# perceptron_word_packer

===== src/rtl/perceptron_pkg.sv =====
// Shared field layout for the perceptron configuration word (pack and slice sides).
// PACKER_PARITY_EN: when defined, word[0] carries even parity over the full word.
`default_nettype none

package perceptron_pkg;

  localparam int A_W     = 4;
  localparam int B_W     = 6;
  localparam int WORD_W  = 16;

  localparam int A_LSB   = 8;
  localparam int A_MSB   = 11;
  localparam int B_LSB   = 1;
  localparam int B_MSB   = 6;
  localparam int TAG_LSB = 12;
  localparam int TAG_MSB = 15;
  localparam int PAR_BIT = 0;

  localparam logic [3:0] TAG_DEFAULT = 4'b0001;

  // Capture state is the flag pair {a_full, b_full}
  localparam logic [1:0] CAP_EMPTY  = 2'b00;
  localparam logic [1:0] CAP_HAVE_A = 2'b10;
  localparam logic [1:0] CAP_HAVE_B = 2'b01;
  localparam logic [1:0] CAP_PAIRED = 2'b11;

  typedef struct packed {
    logic [3:0]     tag;
    logic [A_W-1:0] a;
    logic           pad;
    logic [B_W-1:0] b;
    logic           parity;
  } pw_word_t;

  function automatic logic [WORD_W-1:0] pack_fields(input logic [A_W-1:0] a,
                                                    input logic [B_W-1:0] b);
    logic [WORD_W-1:0] w;
    w                  = '0;
    w[TAG_MSB:TAG_LSB] = TAG_DEFAULT;
    w[A_MSB:A_LSB]     = a;
    w[B_MSB:B_LSB]     = b;
`ifdef PACKER_PARITY_EN
    w[PAR_BIT]         = ^w[WORD_W-1:PAR_BIT+1];
`endif
    return w;
  endfunction

endpackage

`default_nettype wire


===== src/rtl/pack_fifo2.sv =====
// Two-entry synchronous FIFO; push when full and pop when empty are ignored.
`default_nettype none

module pack_fifo2 #(
  parameter int WIDTH = 16
) (
  input  logic             clk,
  input  logic             rst,
  input  logic             i_push,
  input  logic [WIDTH-1:0] i_din,
  input  logic             i_pop,
  output logic [WIDTH-1:0] o_head,
  output logic [1:0]       o_count,
  output logic             o_full,
  output logic             o_empty
);

  logic [WIDTH-1:0] r_mem [2];
  logic             r_rd_ptr;
  logic             r_wr_ptr;
  logic [1:0]       r_count;
  logic             w_push;
  logic             w_pop;

  assign o_full  = (r_count == 2'd2);
  assign o_empty = (r_count == 2'd0);
  assign w_push  = i_push && !o_full;
  assign w_pop   = i_pop && !o_empty;
  assign o_head  = r_mem[r_rd_ptr];
  assign o_count = r_count;

  always_ff @(posedge clk or negedge rst) begin
    if (!rst) begin
      r_mem[0] <= '0;
      r_mem[1] <= '0;
      r_rd_ptr <= 1'b0;
      r_wr_ptr <= 1'b0;
      r_count  <= 2'd0;
    end else begin
      if (w_push) begin
        r_mem[r_wr_ptr] <= i_din;
        r_wr_ptr        <= ~r_wr_ptr;
      end
      if (w_pop) begin
        r_rd_ptr <= ~r_rd_ptr;
      end
      r_count <= r_count + {1'b0, w_push} - {1'b0, w_pop};
    end
  end

endmodule

`default_nettype wire


===== src/rtl/perceptron_word_packer.sv =====
// Joins independently arriving A/B fields into tagged 16-bit words behind a 2-deep FIFO.
// PACKER_PARITY_EN: when defined, word[0] carries even parity over the full word.
`default_nettype none

module perceptron_word_packer
  import perceptron_pkg::*;
(
  input  logic              clk,
  input  logic              rst,
  input  logic              in_a_valid,
  output logic              in_a_ready,
  input  logic [A_W-1:0]    in_a_data,
  input  logic              in_b_valid,
  output logic              in_b_ready,
  input  logic [B_W-1:0]    in_b_data,
  output logic              out_valid,
  input  logic              out_ready,
  output logic [WORD_W-1:0] out_word,
  output logic [7:0]        word_cnt
);

  logic [1:0]        r_cap;
  logic [A_W-1:0]    r_a_hold;
  logic [B_W-1:0]    r_b_hold;
  logic [7:0]        r_word_cnt;

  logic [1:0]        w_cap_next;
  logic              w_pack_fire;
  logic              w_a_take;
  logic              w_b_take;
  logic [1:0]        w_fifo_cnt;
  logic              w_fifo_empty;
  logic              w_unused_full;
  pw_word_t          w_word;

  // Registered FIFO count: a pop in this cycle cannot make room for this cycle's push
  assign w_pack_fire = (r_cap == CAP_PAIRED) && (w_fifo_cnt != 2'd2);
  assign in_a_ready  = !r_cap[1] || w_pack_fire;
  assign in_b_ready  = !r_cap[0] || w_pack_fire;
  assign w_a_take    = in_a_valid && in_a_ready;
  assign w_b_take    = in_b_valid && in_b_ready;
  assign w_word      = pw_word_t'(pack_fields(r_a_hold, r_b_hold));

  always_comb begin
    w_cap_next    = r_cap;
    w_cap_next[1] = w_a_take || (r_cap[1] && !w_pack_fire);
    w_cap_next[0] = w_b_take || (r_cap[0] && !w_pack_fire);
  end

  always_ff @(posedge clk or negedge rst) begin
    if (!rst) begin
      r_cap      <= CAP_EMPTY;
      r_a_hold   <= '0;
      r_b_hold   <= '0;
      r_word_cnt <= 8'd0;
    end else begin
      r_cap <= w_cap_next;
      if (w_a_take) r_a_hold <= in_a_data;
      if (w_b_take) r_b_hold <= in_b_data;
      if (w_pack_fire) r_word_cnt <= r_word_cnt + 8'd1;
    end
  end

  pack_fifo2 #(
    .WIDTH (WORD_W)
  ) u_fifo (
    .clk     (clk),
    .rst     (rst),
    .i_push  (w_pack_fire),
    .i_din   (w_word),
    .i_pop   (out_valid && out_ready),
    .o_head  (out_word),
    .o_count (w_fifo_cnt),
    .o_full  (w_unused_full),
    .o_empty (w_fifo_empty)
  );

  assign out_valid = !w_fifo_empty;
  assign word_cnt  = r_word_cnt;

endmodule

`default_nettype wire


===== config.mk =====
export PLATFORM = sky130hd
export DESIGN_NAME = perceptron_word_packer
export DESIGN_NICKNAME = d
export VERILOG_FILES = /design/src/rtl/perceptron_pkg.sv /design/src/rtl/pack_fifo2.sv /design/src/rtl/perceptron_word_packer.sv
export SDC_FILE = /design/constraint.sdc
export NUM_CORES = 1
export LEC_CHECK = 0
export ABC_AREA = 1
export CORE_ASPECT_RATIO = 0.5
export CORE_MARGIN = 5
export CORE_UTILIZATION = 40
export CTS_BUF_LIST = sky130_fd_sc_hd__clkbuf_8
export CTS_CLUSTER_DIAMETER = 200
export DETAILED_ROUTE_END_ITERATION = 8
export GPL_ROUTABILITY_DRIVEN = 0
export PLACE_DENSITY = 0.61
export REMOVE_ABC_BUFFERS = 1
export SLEW_MARGIN = 10
export SYNTH_ARGS = -nofsm -noshare
export SYNTH_HDL_FRONTEND = slang
export SYNTH_HIERARCHICAL = 1
export SYNTH_SLANG_ARGS = --single-unit

===== constraint.sdc =====
create_clock -name clk -period 1.8 [get_ports clk]
set_input_delay 0.36 -clock clk [delete_from_list [all_inputs] [get_ports clk]]
set_output_delay 0.36 -clock clk [all_outputs]
set_load 0.05 [all_outputs]

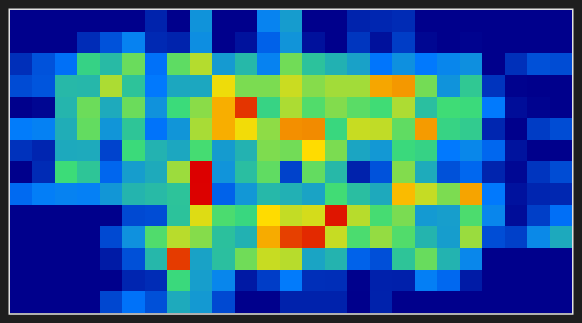
Figure 1: perceptron_word_packer, routed metal per tile.
25 x 14 tiles, from dark blue (low) to red (high), scaled to the fullest tile. Values are wire area over tile area, all layers added.
nearly empty tiles: 24%
densest ninth of the die: middle
fullest tile: 0.37
mean over tiles: 0.11
tiles over half the peak: 23%
average wire per standard cell: 12.7 um
drt total wl: 6000 um
Total Routing Usage GR: 14.7%

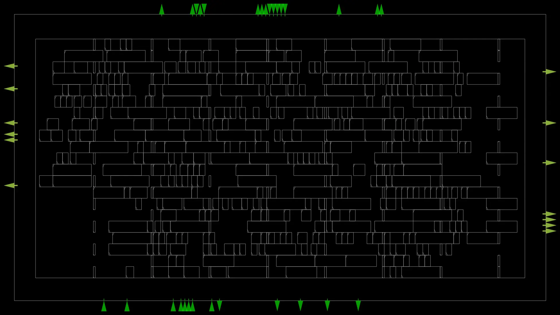
Figure 2: perceptron_word_packer, placement view.
Seq cells: 56
Well-Tap Cells: 92
Core Region: 6670 um^2
post-layout util: 53.1%
FILL cells: 629

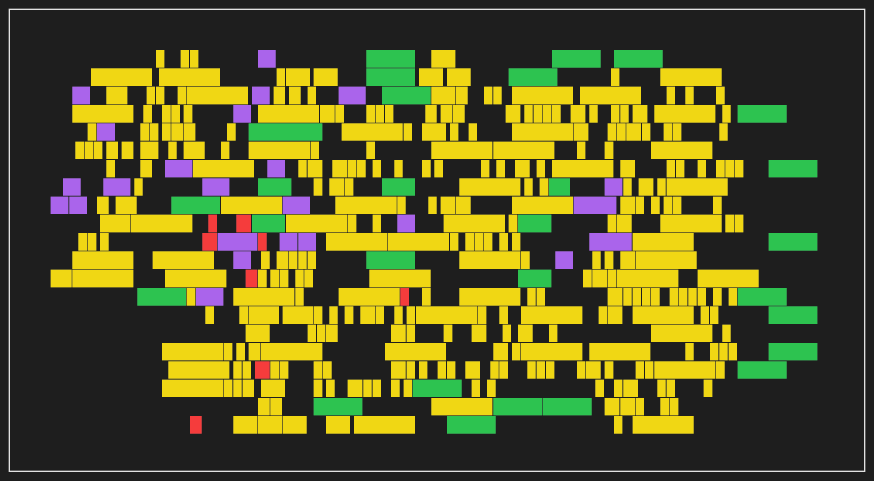
Figure 3: perceptron_word_packer, drive-strength map.
[drive 6 and up] green | cells: 28
[drive 3 to 4] purple | cells: 24
[drive 2] red | cells: 8
[drive 1 or less] yellow | cells: 321
Final WS setup: 0.0741 ns
Signal buffers: 49
area growth from synthesis to layout: 29.7%

[per-layer routing]
| metal | track usage (%) | part of all wire (%) | wire [um] | vias up |
|---|---|---|---|---|
| met2 | 26.2 | 47 | 2830 | 35 |
| met1 | 18.8 | 48 | 2860 | 1097 |
| met4 | 3.61 | 0.88 | 53 | 0 |
| met5 | 0 | 0 | 0 | - |
| met3 | 2.88 | 4.2 | 253 | 4 |
| li1 | - | - | - | 1138 |
[registers in the layout, summed over array words and instances (netlist names)]
signal,flops
u_fifo/r_wr_ptr,1
u_fifo/r_rd_ptr,1
r_cap,2
r_a_hold,4
r_b_hold,6
word_cnt,8
u_fifo/r_mem,32
u_fifo/o_count,2
[final cells by class]
type	count	area share, %
Sequential cell	56	39.5
Multi-Input combinational cell	245	33.3
Timing Repair Buffer	49	18.3
Tap cell	92	3.25
Inverter	23	2.58
Clock buffer	5	1.94
Clock inverter	3	1.09
[worst reg2reg max path: stages (launching register included)]
cell and delay [ns]:
dfrtp_1 0.42, inv_1 0.13, nand2_1 0.10, inv_1 0.08, nor2_1 0.05, nand2_1 0.07, inv_1 0.04, ha_1 0.26
inv_1 0.06, ha_1 0.16, inv_1 0.05, nand2_1 0.06, nand2_1 0.05
==> impl_metrics.py <==
# Generated from Yosys and OpenROAD reports
metrics = {
    "route": {
        "drc_errors": 0,
        "antenna_left": 0,
    },
    "finish": {
        "diodes": 0,
        "layout_top_cells": "160 x nand2_1, 56 x dfrtp_1, 32 x nand4_1",
        "mostFrequentLayoutCell": "nand2_1",
    },
    "status": {
        "status": "finished, final reports clean",
    },
    "critical_path": {
        "slowest_delay_ns": 0.39,
        "worstPathArrival_ns": 1.37,
    },
    "floorplan": {
        "ios": 42,
    },
    "timing": {
        "slew_violations": 0,
        "setup_viol": 0,
        "skew_ns": 0.00617,
    },
    "cts": {
        "ctsResizeCount": 0,
    },
}

# seq_multiplier32_flat

<file path="src/rtl/seq_multiplier32_pkg.sv">
// Purpose : shared constants and FSM state encoding for the 32x32 sequential multiplier.
// Latency : n/a (declarations only).
// Backpr. : n/a.
// Contents: WIDTH/ITER_COUNT/CNT_W constants, state_t typedef with IDLE/RUN/DONE codes.
package seq_multiplier32_pkg;

  localparam int WIDTH      = 32;
  localparam int ITER_COUNT = 32;
  localparam int CNT_W      = 6;

  typedef logic [1:0] state_t;

  localparam state_t S_IDLE = 2'd0;
  localparam state_t S_RUN  = 2'd1;
  localparam state_t S_DONE = 2'd2;

endpackage

</file>
<file path="src/rtl/seq_multiplier32_if.sv">
// Purpose : start/busy/done request bus between the control unit and the multiplier.
// Latency : n/a (wires only).
// Backpr. : none; the requester must watch busy/done, start during a run is ignored.
// Signals : start, A, B (requester -> multiplier); busy, done, P (multiplier -> requester).
interface seq_multiplier32_if;
  import seq_multiplier32_pkg::*;

  logic                 start;
  logic [WIDTH-1:0]     A;
  logic [WIDTH-1:0]     B;
  logic                 busy;
  logic                 done;
  logic [2*WIDTH-1:0]   P;

  modport master (output start, output A, output B, input busy, input done, input P);
  modport slave  (input start, input A, input B, output busy, output done, output P);

endinterface

</file>
<file path="src/rtl/seq_multiplier32_adder32.sv">
// Purpose : 32-bit ripple-carry adder built from a chain of full-adder cells.
// Latency : combinational.
// Backpr. : none.
// Ports   : a, b (addends), cin (carry in) -> sum, cout (carry out of bit 31).
module adder32 (
  input  logic [31:0] a,
  input  logic [31:0] b,
  input  logic        cin,
  output logic [31:0] sum,
  output logic        cout
);

  logic [32:0] c;

  assign c[0] = cin;

  for (genvar i = 0; i < 32; i++) begin : g_fa
    assign sum[i]   = a[i] ^ b[i] ^ c[i];
    assign c[i + 1] = (a[i] & b[i]) | (c[i] & (a[i] ^ b[i]));
  end

  assign cout = c[32];

endmodule

</file>
<file path="src/rtl/seq_multiplier32.sv">
// Purpose : sequential 32x32 -> 64 multiplier, one shift-add (or radix-2 Booth) step per clock.
// Latency : 33 cycles from the accepting edge to the done pulse; back-to-back start from DONE.
// Backpr. : start is only taken in IDLE/DONE; while busy it is ignored, not queued.
// Ports   : clk, rst_n (async active-low), bus (slave: start/A/B in, busy/done/P out).
// Config  : define MUL_SIGNED_EN for two's-complement operands (Booth step with q_m1 and
//           subtract path); undefined builds the unsigned shift-add step only.
module seq_multiplier32
  import seq_multiplier32_pkg::*;
(
  input  logic                clk,
  input  logic                rst_n,
  seq_multiplier32_if.slave   bus
);

  state_t               state;
  logic [WIDTH-1:0]     m;
  logic [WIDTH-1:0]     acc;
  logic [WIDTH-1:0]     q;
  logic [CNT_W-1:0]     cnt;
  logic [2*WIDTH-1:0]   p;

  logic [WIDTH-1:0]     add_b;
  logic                 add_cin;
  logic [WIDTH-1:0]     sum;
  logic                 cout;
  logic                 acc_top;   // bit 32 of the step result, shifted into acc[31]
  logic [WIDTH-1:0]     acc_nxt;
  logic [WIDTH-1:0]     q_nxt;
  logic                 last_step;

  adder32 u_adder (
    .a    (acc),
    .b    (add_b),
    .cin  (add_cin),
    .sum  (sum),
    .cout (cout)
  );

`ifdef MUL_SIGNED_EN
  logic q_m1;

  always_comb begin
    add_b   = '0;
    add_cin = 1'b0;
    case ({q[0], q_m1})
      2'b01:   add_b = m;
      2'b10: begin
        add_b   = ~m;
        add_cin = 1'b1;
      end
      default: add_b = '0;
    endcase
  end

  // True sign of the 33-bit sign-extended sum; keeps M = -2^31 subtracts exact.
  assign acc_top = acc[WIDTH-1] ^ add_b[WIDTH-1] ^ cout;

  always_ff @(posedge clk or negedge rst_n) begin
    if (!rst_n) begin
      q_m1 <= 1'b0;
    end else if (state == S_RUN) begin
      q_m1 <= q[0];
    end else if (bus.start) begin
      q_m1 <= 1'b0;
    end
  end
`else
  assign add_b   = q[0] ? m : '0;
  assign add_cin = 1'b0;
  assign acc_top = cout;
`endif

  assign acc_nxt   = {acc_top, sum[WIDTH-1:1]};
  assign q_nxt     = {sum[0], q[WIDTH-1:1]};
  assign last_step = (cnt == CNT_W'(ITER_COUNT - 1));

  always_ff @(posedge clk or negedge rst_n) begin
    if (!rst_n) begin
      state <= S_IDLE;
      m     <= '0;
      acc   <= '0;
      q     <= '0;
      cnt   <= '0;
      p     <= '0;
    end else begin
      case (state)
        S_IDLE, S_DONE: begin
          if (bus.start) begin
            m     <= bus.A;
            acc   <= '0;
            q     <= bus.B;
            cnt   <= '0;
            state <= S_RUN;
          end else begin
            state <= S_IDLE;
          end
        end
        S_RUN: begin
          acc <= acc_nxt;
          q   <= q_nxt;
          cnt <= cnt + CNT_W'(1);
          if (last_step) begin
            p     <= {acc_nxt, q_nxt};
            state <= S_DONE;
          end
        end
        default: state <= S_IDLE;
      endcase
    end
  end

  assign bus.busy = (state == S_RUN);
  assign bus.done = (state == S_DONE);
  assign bus.P    = p;

endmodule

</file>
<file path="src/flat_wrapper.sv">
// flat-port wrapper written by rule: the top's interface ports become plain ports
module seq_multiplier32_flat import seq_multiplier32_pkg::*;
  (clk, rst_n, bus_start, bus_A, bus_B, bus_busy, bus_done, bus_P);
  seq_multiplier32_if bus_i ();
  input  logic clk;
  input  logic rst_n;
  input wire logic [$bits(bus_i.start)-1:0] bus_start;
  input wire logic [$bits(bus_i.A)-1:0] bus_A;
  input wire logic [$bits(bus_i.B)-1:0] bus_B;
  output wire logic [$bits(bus_i.busy)-1:0] bus_busy;
  output wire logic [$bits(bus_i.done)-1:0] bus_done;
  output wire logic [$bits(bus_i.P)-1:0] bus_P;
  assign bus_i.start = bus_start;
  assign bus_i.A = bus_A;
  assign bus_i.B = bus_B;
  assign bus_busy = bus_i.busy;
  assign bus_done = bus_i.done;
  assign bus_P = bus_i.P;
  seq_multiplier32 u_core (.clk(clk), .rst_n(rst_n), .bus(bus_i));
endmodule
</file>
<file path="config.mk">
export PLATFORM = sky130hd
export DESIGN_NAME = seq_multiplier32_flat
export DESIGN_NICKNAME = d
export VERILOG_FILES = /design/src/rtl/seq_multiplier32_pkg.sv /design/src/rtl/seq_multiplier32_if.sv /design/src/rtl/seq_multiplier32_adder32.sv /design/src/rtl/seq_multiplier32.sv /design/src/flat_wrapper.sv
export SDC_FILE = /design/constraint.sdc
export NUM_CORES = 1
export LEC_CHECK = 0
export ABC_AREA = 1
export CORE_UTILIZATION = 57
export CTS_CLUSTER_SIZE = 30
export DETAILED_ROUTE_END_ITERATION = 10
export PLACE_DENSITY = 0.88
export SLEW_MARGIN = 20
export SYNTH_ARGS = -nofsm -noshare
export SYNTH_HDL_FRONTEND = slang
export SYNTH_SLANG_ARGS = --single-unit
</file>
<file path="constraint.sdc">
create_clock -name clk -period 30.5 [get_ports clk]
set_input_delay 9.15 -clock clk [delete_from_list [all_inputs] [get_ports clk]]
set_output_delay 9.15 -clock clk [all_outputs]
set_load 0.02 [all_outputs]
</file>
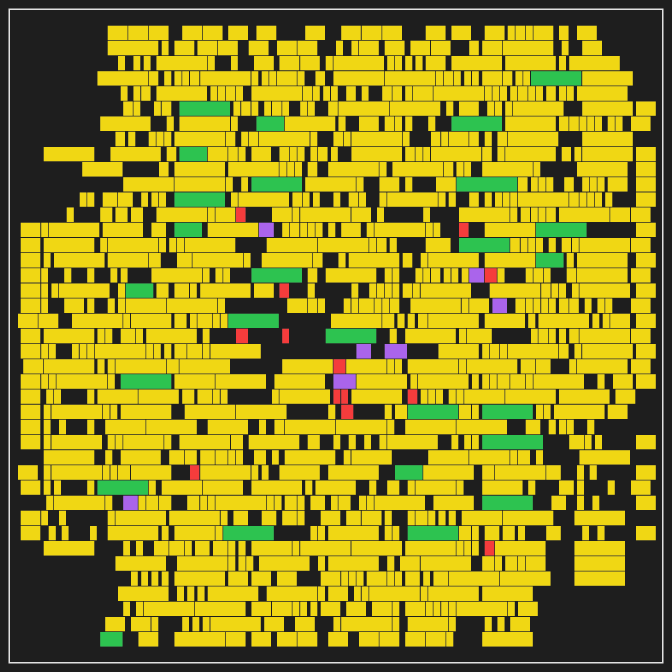
Figure 4: seq_multiplier32_flat, drive-strength map.
[drive 3 to 4] purple | cells: 7
[drive 1 or less] yellow | cells: 881
[drive 2] red | cells: 13
[drive 6 and up] green | cells: 26
area growth from synthesis to layout: 25.2%
Final WS setup: 15.07 ns

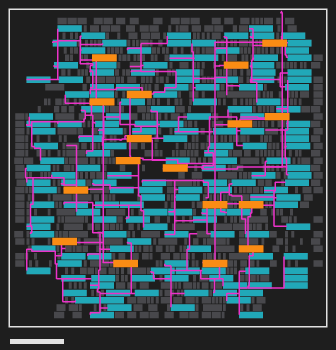
Figure 5: seq_multiplier32_flat, clock distribution.
Scale bar: 20 um.
[flip-flops] cyan | count: 168
[cells driving clock nets] orange | count: 17
[clock wires] magenta | length: 1850 um
flops lie: spread over the die
routed clock nets: 18
Final Skew: 0.00721 ns
Clk power: 0.216 mW

==> impl_metrics.py <==
# Generated from Yosys and OpenROAD reports
metrics = {
    "finish": {
        "drive_gt1_share_pct": 4.96,
        "largest_register_ffs": 64,
        "logic_gates": 549,
        "buffers": 136,
    },
    "route": {
        "antenna_left": 0,
        "dr.pass1.iters": 8,
        "wl_met3_um": 914,
        "highest_layer": "met4",
        "avgRoutedWirePerCell_um": 15.4,
        "drt-met1-wl_um": 6860,
    },
    "synth": {
        "synth-edff-count": 0,
        "ys.flops": 168,
        "simple_gate_area_share_pct": 26.8,
        "ys_sh_adder_pct": 8.57,
        "xor_share_pct": 0,
        "ys_seq_share_pct": 55.8,
        "synth_area_per_cell_um2": 9.34,
        "aoi_share_pct": 3.01,
        "mux_share_pct": 0,
    },
    "timing": {
        "period_used_pct": 50.6,
        "tightest_slew_ns": 1.06,
        "rsz0062_at_grt": "no",
    },
    "cts": {
        "cts_tree": "yes",
        "cts_root_buf": "clkbuf_16",
        "cts_max_level": 4,
    },
    "global_routing": {
        "met1_usage_pct": 33.8,
    },
    "floorplan": {
        "rows": 41,
    },
    "pwr": {
        "seq_cell_power_mw": 0.404,
        "power_leader": "combinational cells",
        "power.share.combinational_pct": 43.9,
    },
    "place": {
        "dp_slack_ns": 15.17,
        "place_inst": 1068,
        "numPortBuffers": 132,
    },
    "critical_path": {
        "crit_start": "u_core.q[0]",
        "worstPathMaxFanout": 33,
        "path_class": "register to register",
    },
    "status": {
        "status": "finished, final reports clean",
    },
    "hold_path": {
        "hold_path.class": "register to register",
        "min_path_cells": 2,
        "min_to": "u_core.bus.P[36]",
    },
}
per-stage QoR:
step	total power, mW	util, %
after floorplan	0.710	-
after global placement	0.855	69.1
after detailed placement	0.883	69.2
after CTS	1.11	73.9
after global routing	1.19	73.9
final	1.10	73.9
Yosys cell counts, types with 3 or more instances:
cell type / n / area [um^2]
buf_6: 8 / 90.1
clkbuf_1: 18 / 67.6
nand3_1: 67 / 335
fa_1: 31 / 621
buf_2: 12 / 60.1
dfrtp_1: 168 / 4200
buf_4: 7 / 52.6
nand2_1: 372 / 1400
o22ai_1: 31 / 194
inv_2: 4 / 15.0
nor2_1: 3 / 11.3
inv_1: 39 / 146
o21ai_0: 5 / 25.0
nand3b_1: 32 / 240
worst max-delay path, delay by kind of cell, from the launching register on:
family	cells	cell delay [ns]
and+or+nand+nor	3	0.28
DFF	1	1.04
adders and majority gates	32	13.81
buffers and inverters	2	0.15
kinds of logic (layout without fill, tap and decap cells):
kind of cell | count (synthesis) | in the layout
adder cells (fa/ha/maj) | 33 | 33
buffers and inverters | 90 | 210
AND/OR/NAND/NOR | 479 | 479
AND-OR/OR-AND | 37 | 37
flip-flops | 168 | 168

# blink_pattern_scheduler_flat

Figure 6. Sequential cells grouped by signal name (blink_pattern_scheduler_flat).
Scale bar: 20 um.
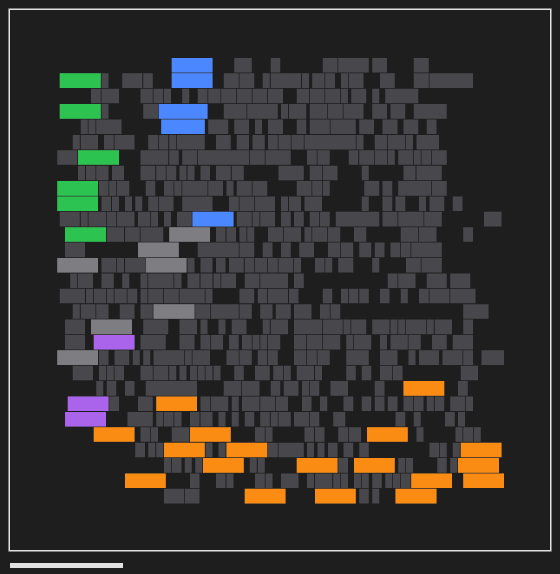
Figure 7. Drive-strength map (blink_pattern_scheduler_flat).
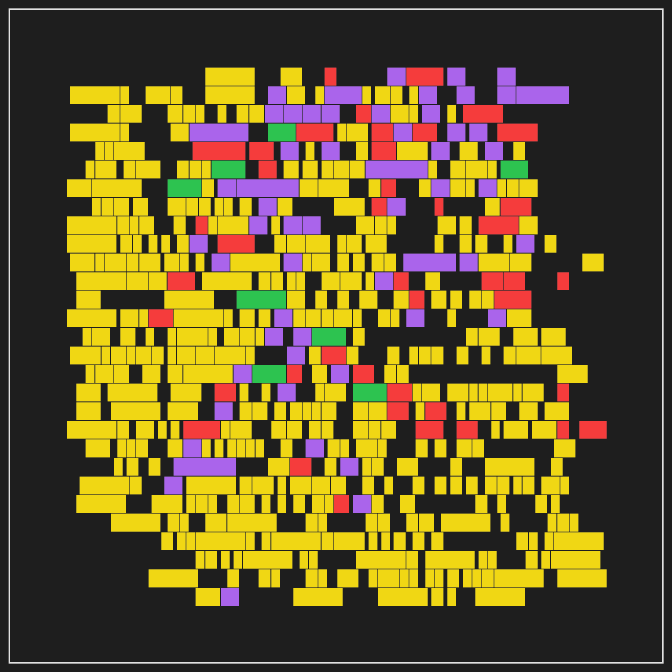
Figure 8. Routed metal per tile (blink_pattern_scheduler_flat).
19 x 19 tiles, from dark blue (low) to red (high), scaled to the fullest tile. Values are wire area over tile area, all layers added.
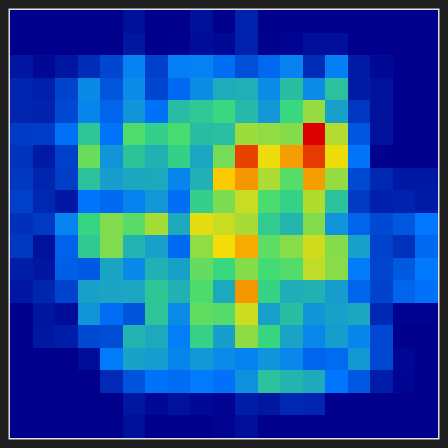
`config.mk`:
```
export PLATFORM = sky130hd
export DESIGN_NAME = blink_pattern_scheduler_flat
export DESIGN_NICKNAME = d
export VERILOG_FILES = /design/src/rtl/blink_pkg.sv /design/src/rtl/blink_if.sv /design/src/rtl/blink_prescaler.sv /design/src/rtl/blink_pattern_scheduler.sv /design/src/flat_wrapper.sv
export SDC_FILE = /design/constraint.sdc
export NUM_CORES = 1
export LEC_CHECK = 0
export CORE_MARGIN = 8
export CORE_UTILIZATION = 50
export DETAILED_ROUTE_END_ITERATION = 12
export HOLD_SLACK_MARGIN = 0.15
export PLACE_DENSITY = 0.78
export SLEW_MARGIN = 40
export SYNTH_ARGS = -nofsm -noshare
export SYNTH_HDL_FRONTEND = slang
export SYNTH_SLANG_ARGS = --single-unit
```
`constraint.sdc`:
```
create_clock -name clk -period 3.25 [get_ports clk]
set_clock_uncertainty 0.1 [all_clocks]
set_input_delay 0.325 -clock clk [delete_from_list [all_inputs] [get_ports clk]]
set_output_delay 0.325 -clock clk [all_outputs]
set_load 0.005 [all_outputs]
```
`src/rtl/blink_pkg.sv`:
```
// blink_pkg: shared constants, mode codes and FSM states for the LED blink pattern scheduler
package blink_pkg;
  localparam int N_LED = 18;
  localparam logic [2:0] MODE_CHASE = 3'd0;
  localparam logic [2:0] MODE_FILL = 3'd1;
  localparam logic [2:0] MODE_ALT = 3'd2;
  localparam logic [2:0] MODE_BLINK = 3'd3;
  localparam logic [2:0] MODE_SPARKLE = 3'd4;
  localparam logic [2:0] MODE_LAST = 3'd4;
  localparam logic [N_LED-1:0] LFSR_SEED = 18'h00001;
  localparam int LFSR_TAP_A = 17;
  localparam int LFSR_TAP_B = 10;
  typedef enum logic [1:0] {IDLE, RUN, GAP} fsm_t;
  function automatic logic [2:0] next_mode(logic [2:0] m);
    return m >= MODE_LAST ? MODE_CHASE : m + 3'd1;
  endfunction
endpackage

```
`src/rtl/blink_if.sv`:
```
// blink_if: control inputs and display outputs of the blink pattern scheduler
interface blink_if;
  import blink_pkg::*;
  logic en;
  logic hold;
  logic next_req;
  logic [N_LED-1:0] led;
  logic [2:0] mode;
  logic step_tick;
  modport master(output en, hold, next_req, input led, mode, step_tick);
  modport slave(input en, hold, next_req, output led, mode, step_tick);
endinterface

```
`src/rtl/blink_prescaler.sv`:
```
// blink_prescaler: divides clk by TICK_DIV into a registered one-cycle step tick
module blink_prescaler #(
  parameter int TICK_DIV = 4
) (
  input  logic clk,
  input  logic rst,
  input  logic clr,
  input  logic run,
  output logic tick
);
  localparam int W = $clog2(TICK_DIV);
  logic [W-1:0] cnt;
  always_ff @(posedge clk)
    if (rst || clr) begin
      cnt <= '0;
      tick <= 1'b0;
    end else if (run) begin
      cnt <= cnt == W'(TICK_DIV - 1) ? '0 : cnt + 1'b1;
      tick <= cnt == W'(TICK_DIV - 1);
    end else
      tick <= 1'b0;
endmodule

```
`src/rtl/blink_pattern_scheduler.sv`:
```
// blink_pattern_scheduler: steps the LED tree through the blink playlist with dark gaps between modes
module blink_pattern_scheduler
  import blink_pkg::*;
#(
  parameter int TICK_DIV = 4,
  parameter int MODE_STEPS = 36,
  parameter int GAP_STEPS = 2
) (
  input logic clk,
  input logic rst,
  blink_if.slave bus
);
  localparam int SW = $clog2(MODE_STEPS + 1);
  localparam int GW = $clog2(GAP_STEPS + 1);
  fsm_t fsm;
  logic [2:0] mode;
  logic [4:0] p;
  logic [SW-1:0] step_cnt;
  logic [GW-1:0] gap_cnt;
  logic [N_LED-1:0] lfsr;
  logic tick;
  logic skip;
  assign skip = fsm == RUN && bus.next_req;
  // a skip restarts the tick phase so the gap always lasts full steps
  blink_prescaler #(.TICK_DIV(TICK_DIV)) u_pre (
    .clk(clk),
    .rst(rst),
    .clr(!bus.en || skip),
    .run(fsm != IDLE),
    .tick(tick)
  );
  function automatic logic [N_LED-1:0] render(fsm_t s, logic [2:0] m, logic [4:0] q, logic [N_LED-1:0] r);
    logic [N_LED-1:0] one;
    one = N_LED'(1);
    return s != RUN ? '0 :
      m == MODE_CHASE ? one << q :
      m == MODE_FILL ? (one << (q + 5'd1)) - one :
      m == MODE_ALT ? (q[0] ? {(N_LED/2){2'b10}} : {(N_LED/2){2'b01}}) :
      m == MODE_BLINK ? {N_LED{~q[0]}} : r;
  endfunction
  assign bus.led = render(fsm, mode, p, lfsr);
  assign bus.mode = mode;
  assign bus.step_tick = tick;
  always_ff @(posedge clk)
    if (rst) begin
      fsm <= IDLE;
      mode <= MODE_CHASE;
      p <= '0;
      step_cnt <= '0;
      gap_cnt <= '0;
      lfsr <= LFSR_SEED;
    end else if (!bus.en) begin
      fsm <= IDLE;
      p <= '0;
      step_cnt <= '0;
      gap_cnt <= '0;
    end else
      case (fsm)
        IDLE: fsm <= RUN;
        RUN:
          if (bus.next_req) begin
            fsm <= GAP;
            gap_cnt <= '0;
          end else if (tick) begin
            p <= p == 5'(N_LED - 1) ? '0 : p + 5'd1;
            step_cnt <= bus.hold ? '0 : step_cnt + 1'b1;
            if (mode == MODE_SPARKLE) lfsr <= {lfsr[N_LED-2:0], lfsr[LFSR_TAP_A] ^ lfsr[LFSR_TAP_B]};
            if (!bus.hold && step_cnt == SW'(MODE_STEPS - 1)) begin
              fsm <= GAP;
              gap_cnt <= '0;
            end
          end
        GAP:
          if (tick) begin
            if (gap_cnt == GW'(GAP_STEPS - 1)) begin
              fsm <= RUN;
              mode <= next_mode(mode);
              p <= '0;
              step_cnt <= '0;
            end else
              gap_cnt <= gap_cnt + 1'b1;
          end
        default: fsm <= IDLE;
      endcase
endmodule

```
`src/flat_wrapper.sv`:
```
// flat-port wrapper written by rule: the top's interface ports become plain ports
module blink_pattern_scheduler_flat import blink_pkg::*;
#(
  parameter int TICK_DIV = 4,
  parameter int MODE_STEPS = 36,
  parameter int GAP_STEPS = 2
)
  (clk, rst, bus_en, bus_hold, bus_next_req, bus_led, bus_mode, bus_step_tick);
  blink_if bus_i ();
  input logic clk;
  input logic rst;
  input wire logic [$bits(bus_i.en)-1:0] bus_en;
  input wire logic [$bits(bus_i.hold)-1:0] bus_hold;
  input wire logic [$bits(bus_i.next_req)-1:0] bus_next_req;
  output wire logic [$bits(bus_i.led)-1:0] bus_led;
  output wire logic [$bits(bus_i.mode)-1:0] bus_mode;
  output wire logic [$bits(bus_i.step_tick)-1:0] bus_step_tick;
  assign bus_i.en = bus_en;
  assign bus_i.hold = bus_hold;
  assign bus_i.next_req = bus_next_req;
  assign bus_led = bus_i.led;
  assign bus_mode = bus_i.mode;
  assign bus_step_tick = bus_i.step_tick;
  blink_pattern_scheduler #(.TICK_DIV(TICK_DIV), .MODE_STEPS(MODE_STEPS), .GAP_STEPS(GAP_STEPS)) u_core (.clk(clk), .rst(rst), .bus(bus_i));
endmodule
```
==> impl_metrics.py <==
# Generated from Yosys and OpenROAD reports
metrics = {
    "cts": {
        "postCtsSetupBuffers": 3,
    },
    "critical_path": {
        "worstPathArrival_ns": 2.79,
        "crit_start": "u_core.p[0]",
        "path_class": "register to output port",
    },
    "floorplan": {
        "core_um2": 6240,
    },
    "timing": {
        "hold_viol": 0,
        "rsz0062_at_grt": "yes",
        "timing.final.crit_period_ns": 3.21,
    },
    "pwr": {
        "seqPwrFrac_pct": 56.2,
        "power.share.combinational_pct": 4.5,
        "pwr-share-clk_pct": 39.3,
        "p_leak_nw": 1.53,
        "pg_clk_mw": 0.336,
    },
    "global_routing": {
        "globalRouteMet2Util_pct": 38.4,
        "grt_max_degree": 25,
        "top_usage_layer": "met2",
    },
    "route": {
        "routed_wl_um": 10500,
    },
    "synth": {
        "ys_cells": 460,
    },
    "status": {
        "status": "finished, final reports clean",
    },
    "finish": {
        "regMostFlops": "u_core.lfsr",
        "drive_gt1_share_pct": 20.8,
    },
}
## Picture notes: Figure 6
[u_core.step_cnt] green | flops: 6
[u_core.bus.mode] purple | flops: 3
[u_core.lfsr] orange | flops: 18
[u_core.p] blue | flops: 5
not colored: 7
flop share of the area: 19.5%
FF/Latch Area: 786 um^2
post-layout util: 64.4%

## Picture notes: Figure 7
[drive 1 or less] yellow | cells: 408
[drive 3 to 4] purple | cells: 57
[drive 2] red | cells: 42
[drive 6 and up] green | cells: 8
Signal buffers: 78
area growth from synthesis to layout: 27.4%

## Picture notes: Figure 8
fullest tile: 0.80
emptiest ninth of the die: bottom left
tiles over half the peak: 14%
Total Routing Usage GR: 22.7%
routed via count: 3676

[synth_stat cells (4+ instances only)]
cell type / instances / share of area, %
nor2_1: 49 / 5.8
buf_2: 6 / 0.95
clkbuf_1: 24 / 2.9
xnor2_1: 5 / 1.4
inv_1: 19 / 2.3
o31ai_1: 4 / 0.95
a21o_1: 5 / 1.2
nand2_1: 63 / 7.5
o21ai_0: 41 / 6.5
o211ai_1: 5 / 1.2
nor3_1: 14 / 2.2
ha_1: 16 / 6.3
nand4_1: 4 / 0.79
nand3_1: 9 / 1.4
a31oi_1: 6 / 1.2
nor2b_1: 11 / 2.2
o22ai_1: 4 / 0.79
dfxtp_1: 39 / 25
o221ai_1: 6 / 1.7
nand2b_1: 9 / 1.8
a21oi_1: 56 / 8.9
[kinds of logic (layout without fill, tap and decap cells)]
| family | after synthesis | count (layout) | synth area share, % |
|---|---|---|---|
| and+or+nand+nor | 181 | 181 | 26.7 |
| AOI/OAI and AO/OA | 165 | 165 | 33.0 |
| buffers and inverters | 50 | 105 | 6.42 |
| DFF | 39 | 39 | 24.7 |
| adders and majority gates | 16 | 16 | 6.34 |
| xor gates and xnor gates | 7 | 7 | 1.94 |
| muxes | 2 | 2 | 0.833 |

# uart_alu_sequencer

Figure 9. Drive-strength map (uart_alu_sequencer).
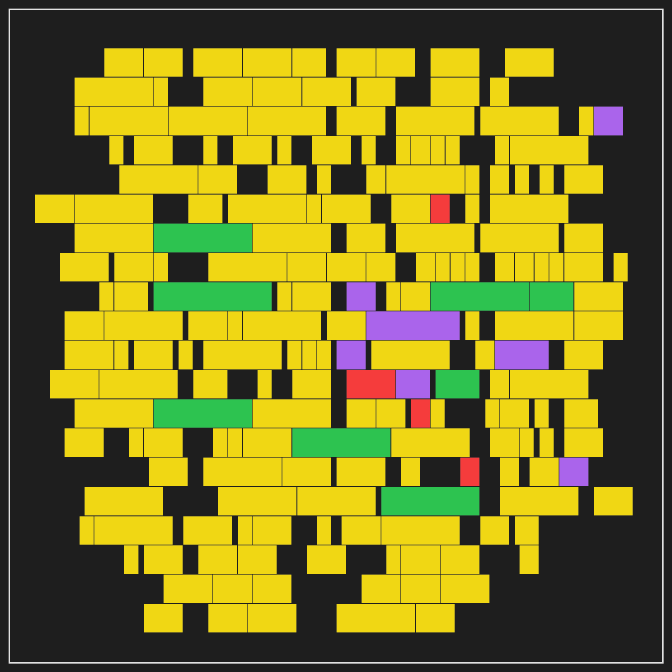
Figure 10. Clock distribution (uart_alu_sequencer).
Scale bar: 20 um.
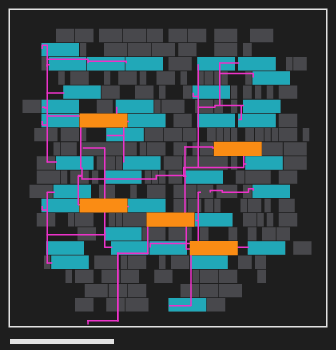
Figure 11. Routed metal per tile (uart_alu_sequencer).
12 x 12 tiles, from dark blue (low) to red (high), scaled to the fullest tile. Values are wire area over tile area, all layers added.
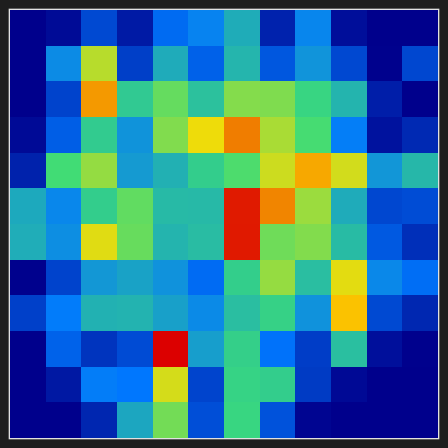
$ cat config.mk
export PLATFORM = sky130hd
export DESIGN_NAME = uart_alu_sequencer
export DESIGN_NICKNAME = d
export VERILOG_FILES = /design/src/rtl/uart_alu_sequencer.sv
export SDC_FILE = /design/constraint.sdc
export NUM_CORES = 1
export LEC_CHECK = 0
export CAP_MARGIN = 0
export CORE_MARGIN = 2
export CORE_UTILIZATION = 42
export CTS_BUF_LIST = sky130_fd_sc_hd__clkbuf_16
export CTS_CLUSTER_DIAMETER = 80
export DETAILED_ROUTE_END_ITERATION = 16
export GPL_TIMING_DRIVEN = 0
export PLACE_DENSITY = 0.78
export SLEW_MARGIN = 20
export SYNTH_ARGS = -nofsm -noshare
export SYNTH_HDL_FRONTEND = slang
export SYNTH_SLANG_ARGS = --single-unit
$ cat constraint.sdc
create_clock -name CLK -period 1.56 [get_ports CLK]
set_clock_uncertainty 0.1 [all_clocks]
set_input_delay 0.234 -clock CLK [delete_from_list [all_inputs] [get_ports CLK]]
set_output_delay 0.234 -clock CLK [all_outputs]
set_load 0.02 [all_outputs]
$ cat src/rtl/uart_alu_sequencer.sv
// Sequencer between the UART rx/tx pair and the ALU: gathers A, B and opcode, sends back one result byte.
// Optional inter-byte timeout enabled by defining UART_SEQ_TIMEOUT_EN.
module uart_alu_sequencer #(
    parameter int DATA_BITS     = 8,
    parameter int OP_BITS       = 6,
    parameter int TIMEOUT_TICKS = 153600,
    parameter int TIMEOUT_W     = 18
) (
    input  logic                 CLK,
    input  logic                 reset,
    input  logic                 tick,
    input  logic                 rx_done,
    input  logic [DATA_BITS-1:0] rx_data,
    input  logic [DATA_BITS-1:0] alu_result,
    input  logic                 tx_done,
    output logic [DATA_BITS-1:0] alu_a,
    output logic [DATA_BITS-1:0] alu_b,
    output logic [OP_BITS-1:0]   alu_op,
    output logic [DATA_BITS-1:0] tx_data,
    output logic                 tx_start,
    output logic                 busy,
    output logic                 frame_err
);

    // state      | meaning
    // S_A        | idle, waiting for operand A
    // S_B        | waiting for operand B
    // S_OP       | waiting for opcode
    // S_CALC     | ALU settle cycle, result captured on exit
    // S_TX_START | transmit request is high
    // S_TX_WAIT  | waiting for the transmitter to finish
    localparam logic [2:0] S_A        = 3'd0;
    localparam logic [2:0] S_B        = 3'd1;
    localparam logic [2:0] S_OP       = 3'd2;
    localparam logic [2:0] S_CALC     = 3'd3;
    localparam logic [2:0] S_TX_START = 3'd4;
    localparam logic [2:0] S_TX_WAIT  = 3'd5;

    localparam logic [TIMEOUT_W-1:0] TO_LIMIT = TIMEOUT_W'(TIMEOUT_TICKS);

    logic [2:0]           state_q, state_d;
    logic [DATA_BITS-1:0] alu_a_q, alu_a_d;
    logic [DATA_BITS-1:0] alu_b_q, alu_b_d;
    logic [OP_BITS-1:0]   alu_op_q, alu_op_d;
    logic [DATA_BITS-1:0] tx_data_q, tx_data_d;
    logic                 tx_start_q, tx_start_d;
    logic                 busy_q, busy_d;
    logic                 frame_err_q, frame_err_d;
    logic                 timeout;

`ifdef UART_SEQ_TIMEOUT_EN
    localparam logic [TIMEOUT_W-1:0] TO_LAST = TO_LIMIT - TIMEOUT_W'(1);

    logic [TIMEOUT_W-1:0] cnt_q, cnt_d;
    logic                 in_window;

    // The tick that would bring the count to TIMEOUT_TICKS fires the timeout.
    always_comb begin
        in_window = (state_q == S_B) || (state_q == S_OP);
        timeout   = in_window && tick && (cnt_q == TO_LAST);
        cnt_d     = cnt_q;
        if (!in_window || timeout || rx_done) begin
            cnt_d = '0;
        end else if (tick) begin
            cnt_d = cnt_q + TIMEOUT_W'(1);
        end
    end

    always_ff @(posedge CLK) begin
        if (reset) begin
            cnt_q <= '0;
        end else begin
            cnt_q <= cnt_d;
        end
    end
`else
    logic unused_tick;
    assign unused_tick = ^{tick, TO_LIMIT};
    assign timeout     = 1'b0;
`endif

    always_comb begin
        state_d     = state_q;
        alu_a_d     = alu_a_q;
        alu_b_d     = alu_b_q;
        alu_op_d    = alu_op_q;
        tx_data_d   = tx_data_q;
        tx_start_d  = 1'b0;
        frame_err_d = timeout;
        case (state_q)
            S_A: begin
                if (rx_done) begin
                    alu_a_d = rx_data;
                    state_d = S_B;
                end
            end
            S_B: begin
                if (timeout) begin
                    state_d = S_A;
                end else if (rx_done) begin
                    alu_b_d = rx_data;
                    state_d = S_OP;
                end
            end
            S_OP: begin
                if (timeout) begin
                    state_d = S_A;
                end else if (rx_done) begin
                    alu_op_d = rx_data[OP_BITS-1:0];
                    state_d  = S_CALC;
                end
            end
            S_CALC: begin
                tx_data_d  = alu_result;
                tx_start_d = 1'b1;
                state_d    = S_TX_START;
            end
            S_TX_START: begin
                state_d = S_TX_WAIT;
            end
            S_TX_WAIT: begin
                if (tx_done) begin
                    state_d = S_A;
                end
            end
            default: begin
                state_d = S_A;
            end
        endcase
        // busy is registered, so it follows the next state
        busy_d = (state_d == S_CALC) || (state_d == S_TX_START) || (state_d == S_TX_WAIT);
    end

    always_ff @(posedge CLK) begin
        if (reset) begin
            state_q     <= S_A;
            alu_a_q     <= '0;
            alu_b_q     <= '0;
            alu_op_q    <= '0;
            tx_data_q   <= '0;
            tx_start_q  <= 1'b0;
            busy_q      <= 1'b0;
            frame_err_q <= 1'b0;
        end else begin
            state_q     <= state_d;
            alu_a_q     <= alu_a_d;
            alu_b_q     <= alu_b_d;
            alu_op_q    <= alu_op_d;
            tx_data_q   <= tx_data_d;
            tx_start_q  <= tx_start_d;
            busy_q      <= busy_d;
            frame_err_q <= frame_err_d;
        end
    end

    assign alu_a     = alu_a_q;
    assign alu_b     = alu_b_q;
    assign alu_op    = alu_op_q;
    assign tx_data   = tx_data_q;
    assign tx_start  = tx_start_q;
    assign busy      = busy_q;
    assign frame_err = frame_err_q;

endmodule
==> impl_metrics.py <==
# Generated from Yosys and OpenROAD reports
metrics = {
    "floorplan": {
        "core_um2": 3050,
        "rows": 20,
    },
    "critical_path": {
        "crit_start": "tx_data[3]",
        "worstSetupPathDepth": 1,
        "critPathRequiredTime_ns": 1.23,
        "worstPathMaxFanout": 2,
        "crit_path_end_kind": "output port",
        "cpLargestDelayFamily": "buffers and inverters",
    },
    "pwr": {
        "seqPwrFrac_pct": 40.0,
        "p_sw_share_pct": 22.4,
        "seq_cell_power_mw": 0.951,
        "power_leader": "clock",
        "switchingPower_mw": 0.533,
    },
    "synth": {
        "synth_area_per_cell_um2": 9.76,
        "yosys_area_um2": 1350,
        "aoi_share_pct": 6.13,
        "ys_top_logic_family": "simple AND/OR/NAND/NOR gates",
        "ys_sh_adder_pct": 0,
    },
    "timing": {
        "hold_viol": 0,
        "slew_violations": 0,
        "rsz0062_at_grt": "no",
    },
    "hold_path": {
        "min_path_cells": 2,
        "min_to": "alu_a[1]",
    },
    "route": {
        "viasPerCell": 4.80,
        "drt-met1-wl_um": 1360,
        "wl_met2_um": 1630,
        "dr.pass1.iters": 4,
    },
    "finish": {
        "drive_gt1_share_pct": 9.69,
    },
    "cts": {
        "postCtsHoldBufs": 0,
    },
    "place": {
        "dp_hpwl_um": 2300,
        "numPortBuffers": 50,
    },
    "global_routing": {
        "grt_pass1_vias": 1109,
        "use_met3_pct": 4.48,
        "globalRouteMet2Util_pct": 30.3,
        "grt_pass1_wl_um": 4950,
        "top_usage_layer": "met2",
    },
    "status": {
        "status": "finished, final reports clean",
    },
}
About Figure 9:
[drive 3 to 4] purple | cells: 7
[drive 6 and up] green | cells: 8
[drive 1 or less] yellow | cells: 177
[drive 2] red | cells: 4
Signal buffers: 62
area growth from synthesis to layout: 57.6%
Final Cell Area: 2120 um^2
Final WS setup: 0.0254 ns

About Figure 10:
[clock wires] magenta | length: 355 um
[cells driving clock nets] orange | count: 5
[flip-flops] cyan | count: 35
routed clock nets: 6
Clk power: 1.11 mW
clk ins delay skew pair: 0.27 ns
Clk network pwr share: 46.6%

About Figure 11:
nearly empty tiles: 14%
emptiest ninth of the die: bottom right
densest ninth of the die: middle
fullest tile: 0.42
mean over tiles: 0.13
Total Routing Usage GR: 18.1%
drt total wl: 3160 um
routed via count: 1152
average wire per standard cell: 13.2 um

## Yosys cell counts
library cell / count
buf_6: 2
nor4b_4: 1
clkbuf_1: 2
and2b_1: 1
nor4bb_1: 1
nand2_1: 18
conb_1: 1
o211ai_1: 1
dfxtp_1: 35
or2b_1: 1
mux2i_1: 22
and4bb_2: 1
o21ai_0: 1
buf_4: 3
a21oi_1: 11
nor3b_1: 1
buf_1: 2
inv_1: 1
buf_2: 3
a211oi_1: 1
nor2_1: 24
o31ai_1: 1
nor2b_1: 1
nand3b_1: 2
or4b_4: 1
## layout make-up
class / instances / area [um^2] / area share, %
well taps: 44 / 55.1 / 2.59
repair buffers: 50 / 549 / 25.9
clock inverters: 3 / 43.8 / 2.06
multi-input cells: 90 / 568 / 26.8
plain buffers: 12 / 77.6 / 3.65
inverters: 1 / 3.75 / 0.177
clock buffers: 5 / 125 / 5.89
flip-flops and latches: 35 / 701 / 33.0
## through the flow
step,hold slack [ns],power [mW],std cells,area (um^2),util (%)
global route,0.269,2.48,240,2120,69.5
floorplan,0.270,1.15,138,1350,-
CTS,0.232,2.40,240,2070,67.7
finish,0.232,2.38,240,2120,69.5
detailed placement,0.350,1.29,232,1900,62.3
global placement,0.345,1.29,232,1900,62.3

# snake_step_sequencer

File: config.mk
export PLATFORM = sky130hd
export DESIGN_NAME = snake_step_sequencer
export DESIGN_NICKNAME = d
export VERILOG_FILES = /design/src/rtl/snake_step_sequencer.sv
export SDC_FILE = /design/constraint.sdc
export NUM_CORES = 1
export LEC_CHECK = 0
export CORE_MARGIN = 2
export CORE_UTILIZATION = 35
export CTS_CLUSTER_DIAMETER = 50
export CTS_CLUSTER_SIZE = 30
export DETAILED_ROUTE_END_ITERATION = 16
export SLEW_MARGIN = 20
export SYNTH_ARGS = -nofsm -noshare
export SYNTH_HDL_FRONTEND = slang
export SYNTH_SLANG_ARGS = --single-unit
File: constraint.sdc
create_clock -name clk -period 2.4 [get_ports clk]
set_clock_uncertainty 0.05 [all_clocks]
set_input_delay 0.6 -clock clk [delete_from_list [all_inputs] [get_ports clk]]
set_output_delay 0.6 -clock clk [all_outputs]
set_load 0.005 [all_outputs]
File: src/rtl/snake_step_sequencer.sv
// snake_step_sequencer
// Per-move sequencer for the snake body FIFO. A move strobe latches the new
// head, one full rotation of the body FIFO checks for self-collision, then
// the move is committed (push head, pop tail unless food was eaten).
//
// Ports:
//   clk, reset        clock, asynchronous active-low reset
//   tick              one-cycle move strobe, head/food valid with it
//   headX/headY       new head position
//   foodX/foodY       current food position
//   fifo_q            show-ahead body FIFO output {x,y}
//   fifo_wrreq/rdreq  FIFO push/pop requests
//   fifo_data         FIFO write data {x,y}
//   busy              high whenever not IDLE
//   grow              one-cycle pulse in the commit cycle when food is eaten
//   game_over         sticky collision flag (held until reset)
//   length            current body length
//   score             food eaten, saturating at 255
module snake_step_sequencer #(
  parameter int DEPTH = 64,
  parameter int LW    = 7
) (
  input  logic          clk,
  input  logic          reset,
  input  logic          tick,
  input  logic [3:0]    headX,
  input  logic [3:0]    headY,
  input  logic [3:0]    foodX,
  input  logic [3:0]    foodY,
  input  logic [7:0]    fifo_q,
  output logic          fifo_wrreq,
  output logic          fifo_rdreq,
  output logic [7:0]    fifo_data,
  output logic          busy,
  output logic          grow,
  output logic          game_over,
  output logic [LW-1:0] length,
  output logic [7:0]    score
);

  typedef enum logic [1:0] {IDLE, SCAN, COMMIT, OVER} state_t;

  localparam logic [LW-1:0] DEPTH_L = LW'(DEPTH);

  state_t        state, state_nxt;
  logic [7:0]    hd;
  logic          eat;
  logic          hit;
  logic [LW-1:0] idx;
  logic          match;
  logic          full;
  logic          tail_free;

  assign full = (length == DEPTH_L);
  // The tail slot is vacated by this move unless the snake grows into it.
  assign tail_free = !eat || full;

  always_comb begin
    state_nxt  = state;
    fifo_wrreq = 1'b0;
    fifo_rdreq = 1'b0;
    fifo_data  = 8'h00;
    grow       = 1'b0;
    match      = 1'b0;
    unique case (state)
      IDLE: begin
        if (tick) state_nxt = (length != '0) ? SCAN : COMMIT;
      end
      SCAN: begin
        // Pop and re-push the front entry: one full pass restores order.
        fifo_rdreq = 1'b1;
        fifo_wrreq = 1'b1;
        fifo_data  = fifo_q;
        match      = (fifo_q == hd) && !((idx == '0) && tail_free);
        if (idx == length - LW'(1)) state_nxt = COMMIT;
      end
      COMMIT: begin
        if (hit) begin
          state_nxt = OVER;
        end else begin
          fifo_wrreq = 1'b1;
          fifo_data  = hd;
          fifo_rdreq = (length != '0) && tail_free;
          grow       = eat;
          state_nxt  = IDLE;
        end
      end
      OVER: state_nxt = OVER;
      default: state_nxt = IDLE;
    endcase
  end

  assign busy      = (state != IDLE);
  assign game_over = (state == OVER);

  always_ff @(posedge clk or negedge reset) begin
    if (!reset) begin
      state  <= IDLE;
      hd     <= 8'h00;
      eat    <= 1'b0;
      hit    <= 1'b0;
      idx    <= '0;
      length <= '0;
      score  <= 8'h00;
    end else begin
      state <= state_nxt;
      unique case (state)
        IDLE: begin
          if (tick) begin
            // Only the eat decision is needed from the food position, so it
            // is resolved here and the inputs may change freely afterwards.
            hd  <= {headX, headY};
            eat <= ({headX, headY} == {foodX, foodY});
            hit <= 1'b0;
            idx <= '0;
          end
        end
        SCAN: begin
          hit <= hit | match;
          idx <= idx + LW'(1);
        end
        COMMIT: begin
          if (!hit) begin
            if ((eat && !full) || (length == '0)) length <= length + LW'(1);
            if (eat && (score != 8'hFF)) score <= score + 8'h01;
          end
        end
        default: ;
      endcase
    end
  end

endmodule

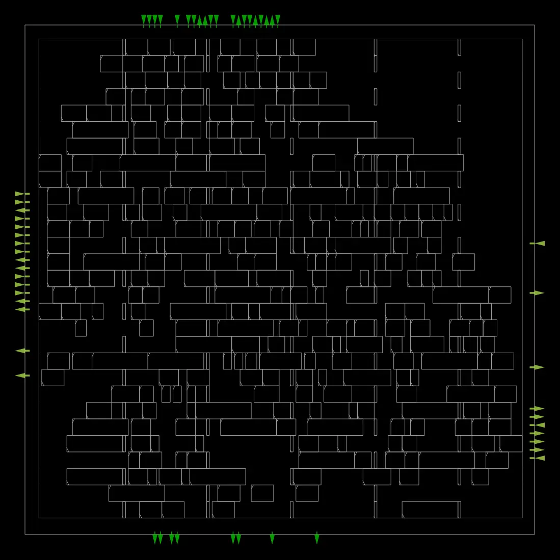
Figure 12: snake_step_sequencer, placement view.
FILL cells: 605
Seq cells: 34
Core Region: 6280 um^2
flop share of the area: 26.8%

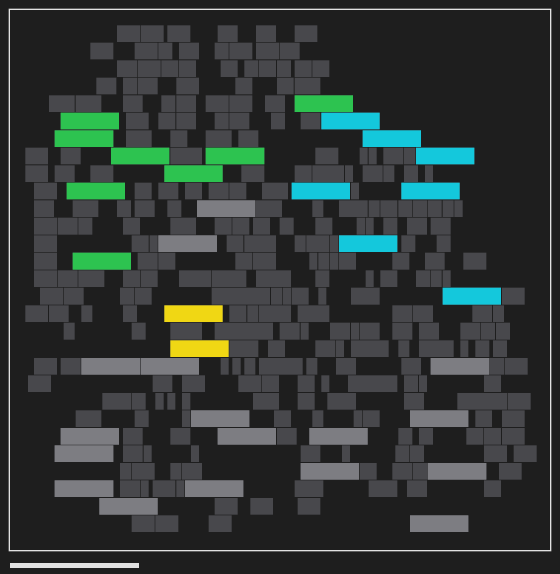
Figure 13: snake_step_sequencer, sequential cells grouped by signal name.
Scale bar: 20 um.
[idx] cyan | flops: 7
[hd] green | flops: 8 | where: top left
[state] yellow | flops: 2
not colored: 17
FF/Latch Area: 851 um^2
sequential power: 0.870 mW

==> impl_metrics.py <==
# Generated from Yosys and OpenROAD reports
metrics = {
    "status": {
        "status": "finished, final reports clean",
    },
    "cts": {
        "cts_sinks": 34,
        "cts_inserted_buffers": 5,
    },
    "global_routing": {
        "gr-total-overflow": 0,
        "grt_usage_pct": 15.8,
        "grt_pass1_wl_um": 9140,
        "antenna_found_initial": 0,
    },
    "critical_path": {
        "cp.buffers_inverters": 3,
        "crit_end": "fifo_data[5]",
        "crit_start": "state[0]",
        "crit_path_end_kind": "output port",
        "path_class": "register to output port",
    },
    "synth": {
        "ys_seq_share_pct": 38.1,
        "aoi_share_pct": 11.1,
        "yosys.cell_count.top_type": "xnor2_1",
        "mux_share_pct": 6.10,
        "netlist_area_um2": 2230,
        "common_cells": "35 x xnor2_1, 34 x dfrtp_1, 14 x nor2_1",
    },
    "timing": {
        "setup_viol": 0,
        "hold_slack_ns": 0.446,
        "fmax_mhz": 431,
        "setup_tns_ns": 0,
    },
    "hold_path": {
        "min_path_cells": 1,
    },
    "route": {
        "antenna_left": 0,
    },
    "finish": {
        "logic_gates": 168,
        "logic_area_um2": 1330,
        "n_clock_buffer": 6,
    },
    "place": {
        "place_inst": 373,
    },
    "floorplan": {
        "die-area_um2": 7040,
    },
    "pwr": {
        "fin_total_pwr_mw": 3.27,
    },
}
repair_timing:
action                                  in CTS  in global routing
buffers inserted                             1                  0
gates resized                               20                  4
hold buffers                                 0                  0
endpoints found under the setup margin      11                  2
hold endpoints to repair                     0                  0
placed cells by master (no fill, tap or decap), types with 3 or more instances in the layout:
cell and instances:
dlygate4sd2_1 9, dfrtp_1 34, nand4_1 13, ha_1 7, inv_1 8, clkdlybuf4s50_1 43, nand2_1 11, mux2_2 9
clkbuf_8 6, nand3_1 5, a21oi_1 5, a22oi_1 8, and3_1 4, xnor2_1 35, buf_4 30, nor2b_1 11
o311ai_0 3, xor2_1 5, o21ai_0 3, nor2_1 14
sequential cells by signal (all words and copies together), names as in the netlist:
name,cells
hd,8
score,8
idx,7
length,7
state,2
eat,1
hit,1
routing by layer:
metal | global-route usage, % | up-vias | wire length [um]
met5 | 0 | - | 0
met2 | 26.8 | 30 | 2600
met3 | 2.87 | 5 | 165
met1 | 21.1 | 922 | 2470
li1 | - | 946 | -
met4 | 3.52 | 0 | 36


==> notes/layouts.md <==
Pictures saved along the way, in no particular order.

Placement view.
panel A
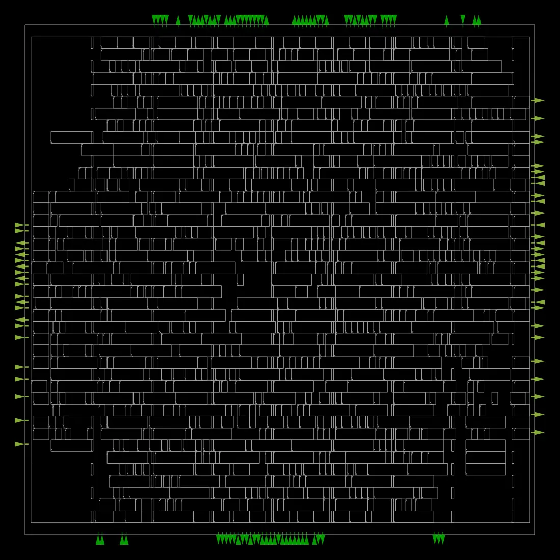
panel B
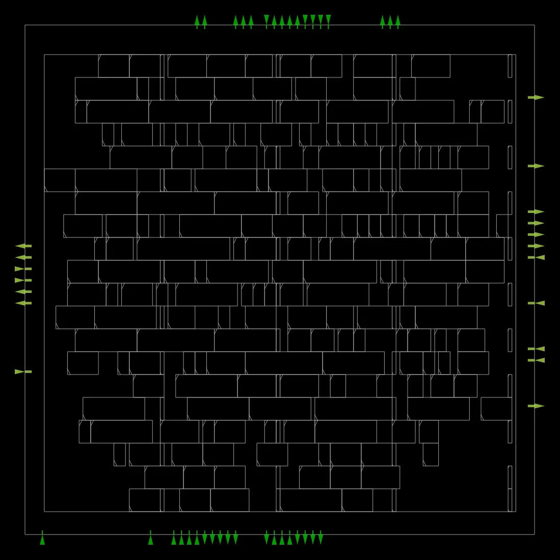
panel C
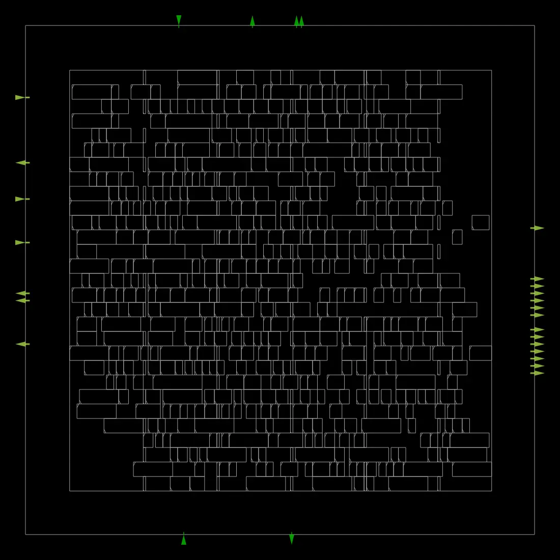
Of these, most cells: panel A
Of these, most sequential cells: panel A
- panel B = uart_alu_sequencer
- panel A = seq_multiplier32_flat
- panel C = blink_pattern_scheduler_flat

Power figures rest on the tool's default switching activity, not on a simulated workload.
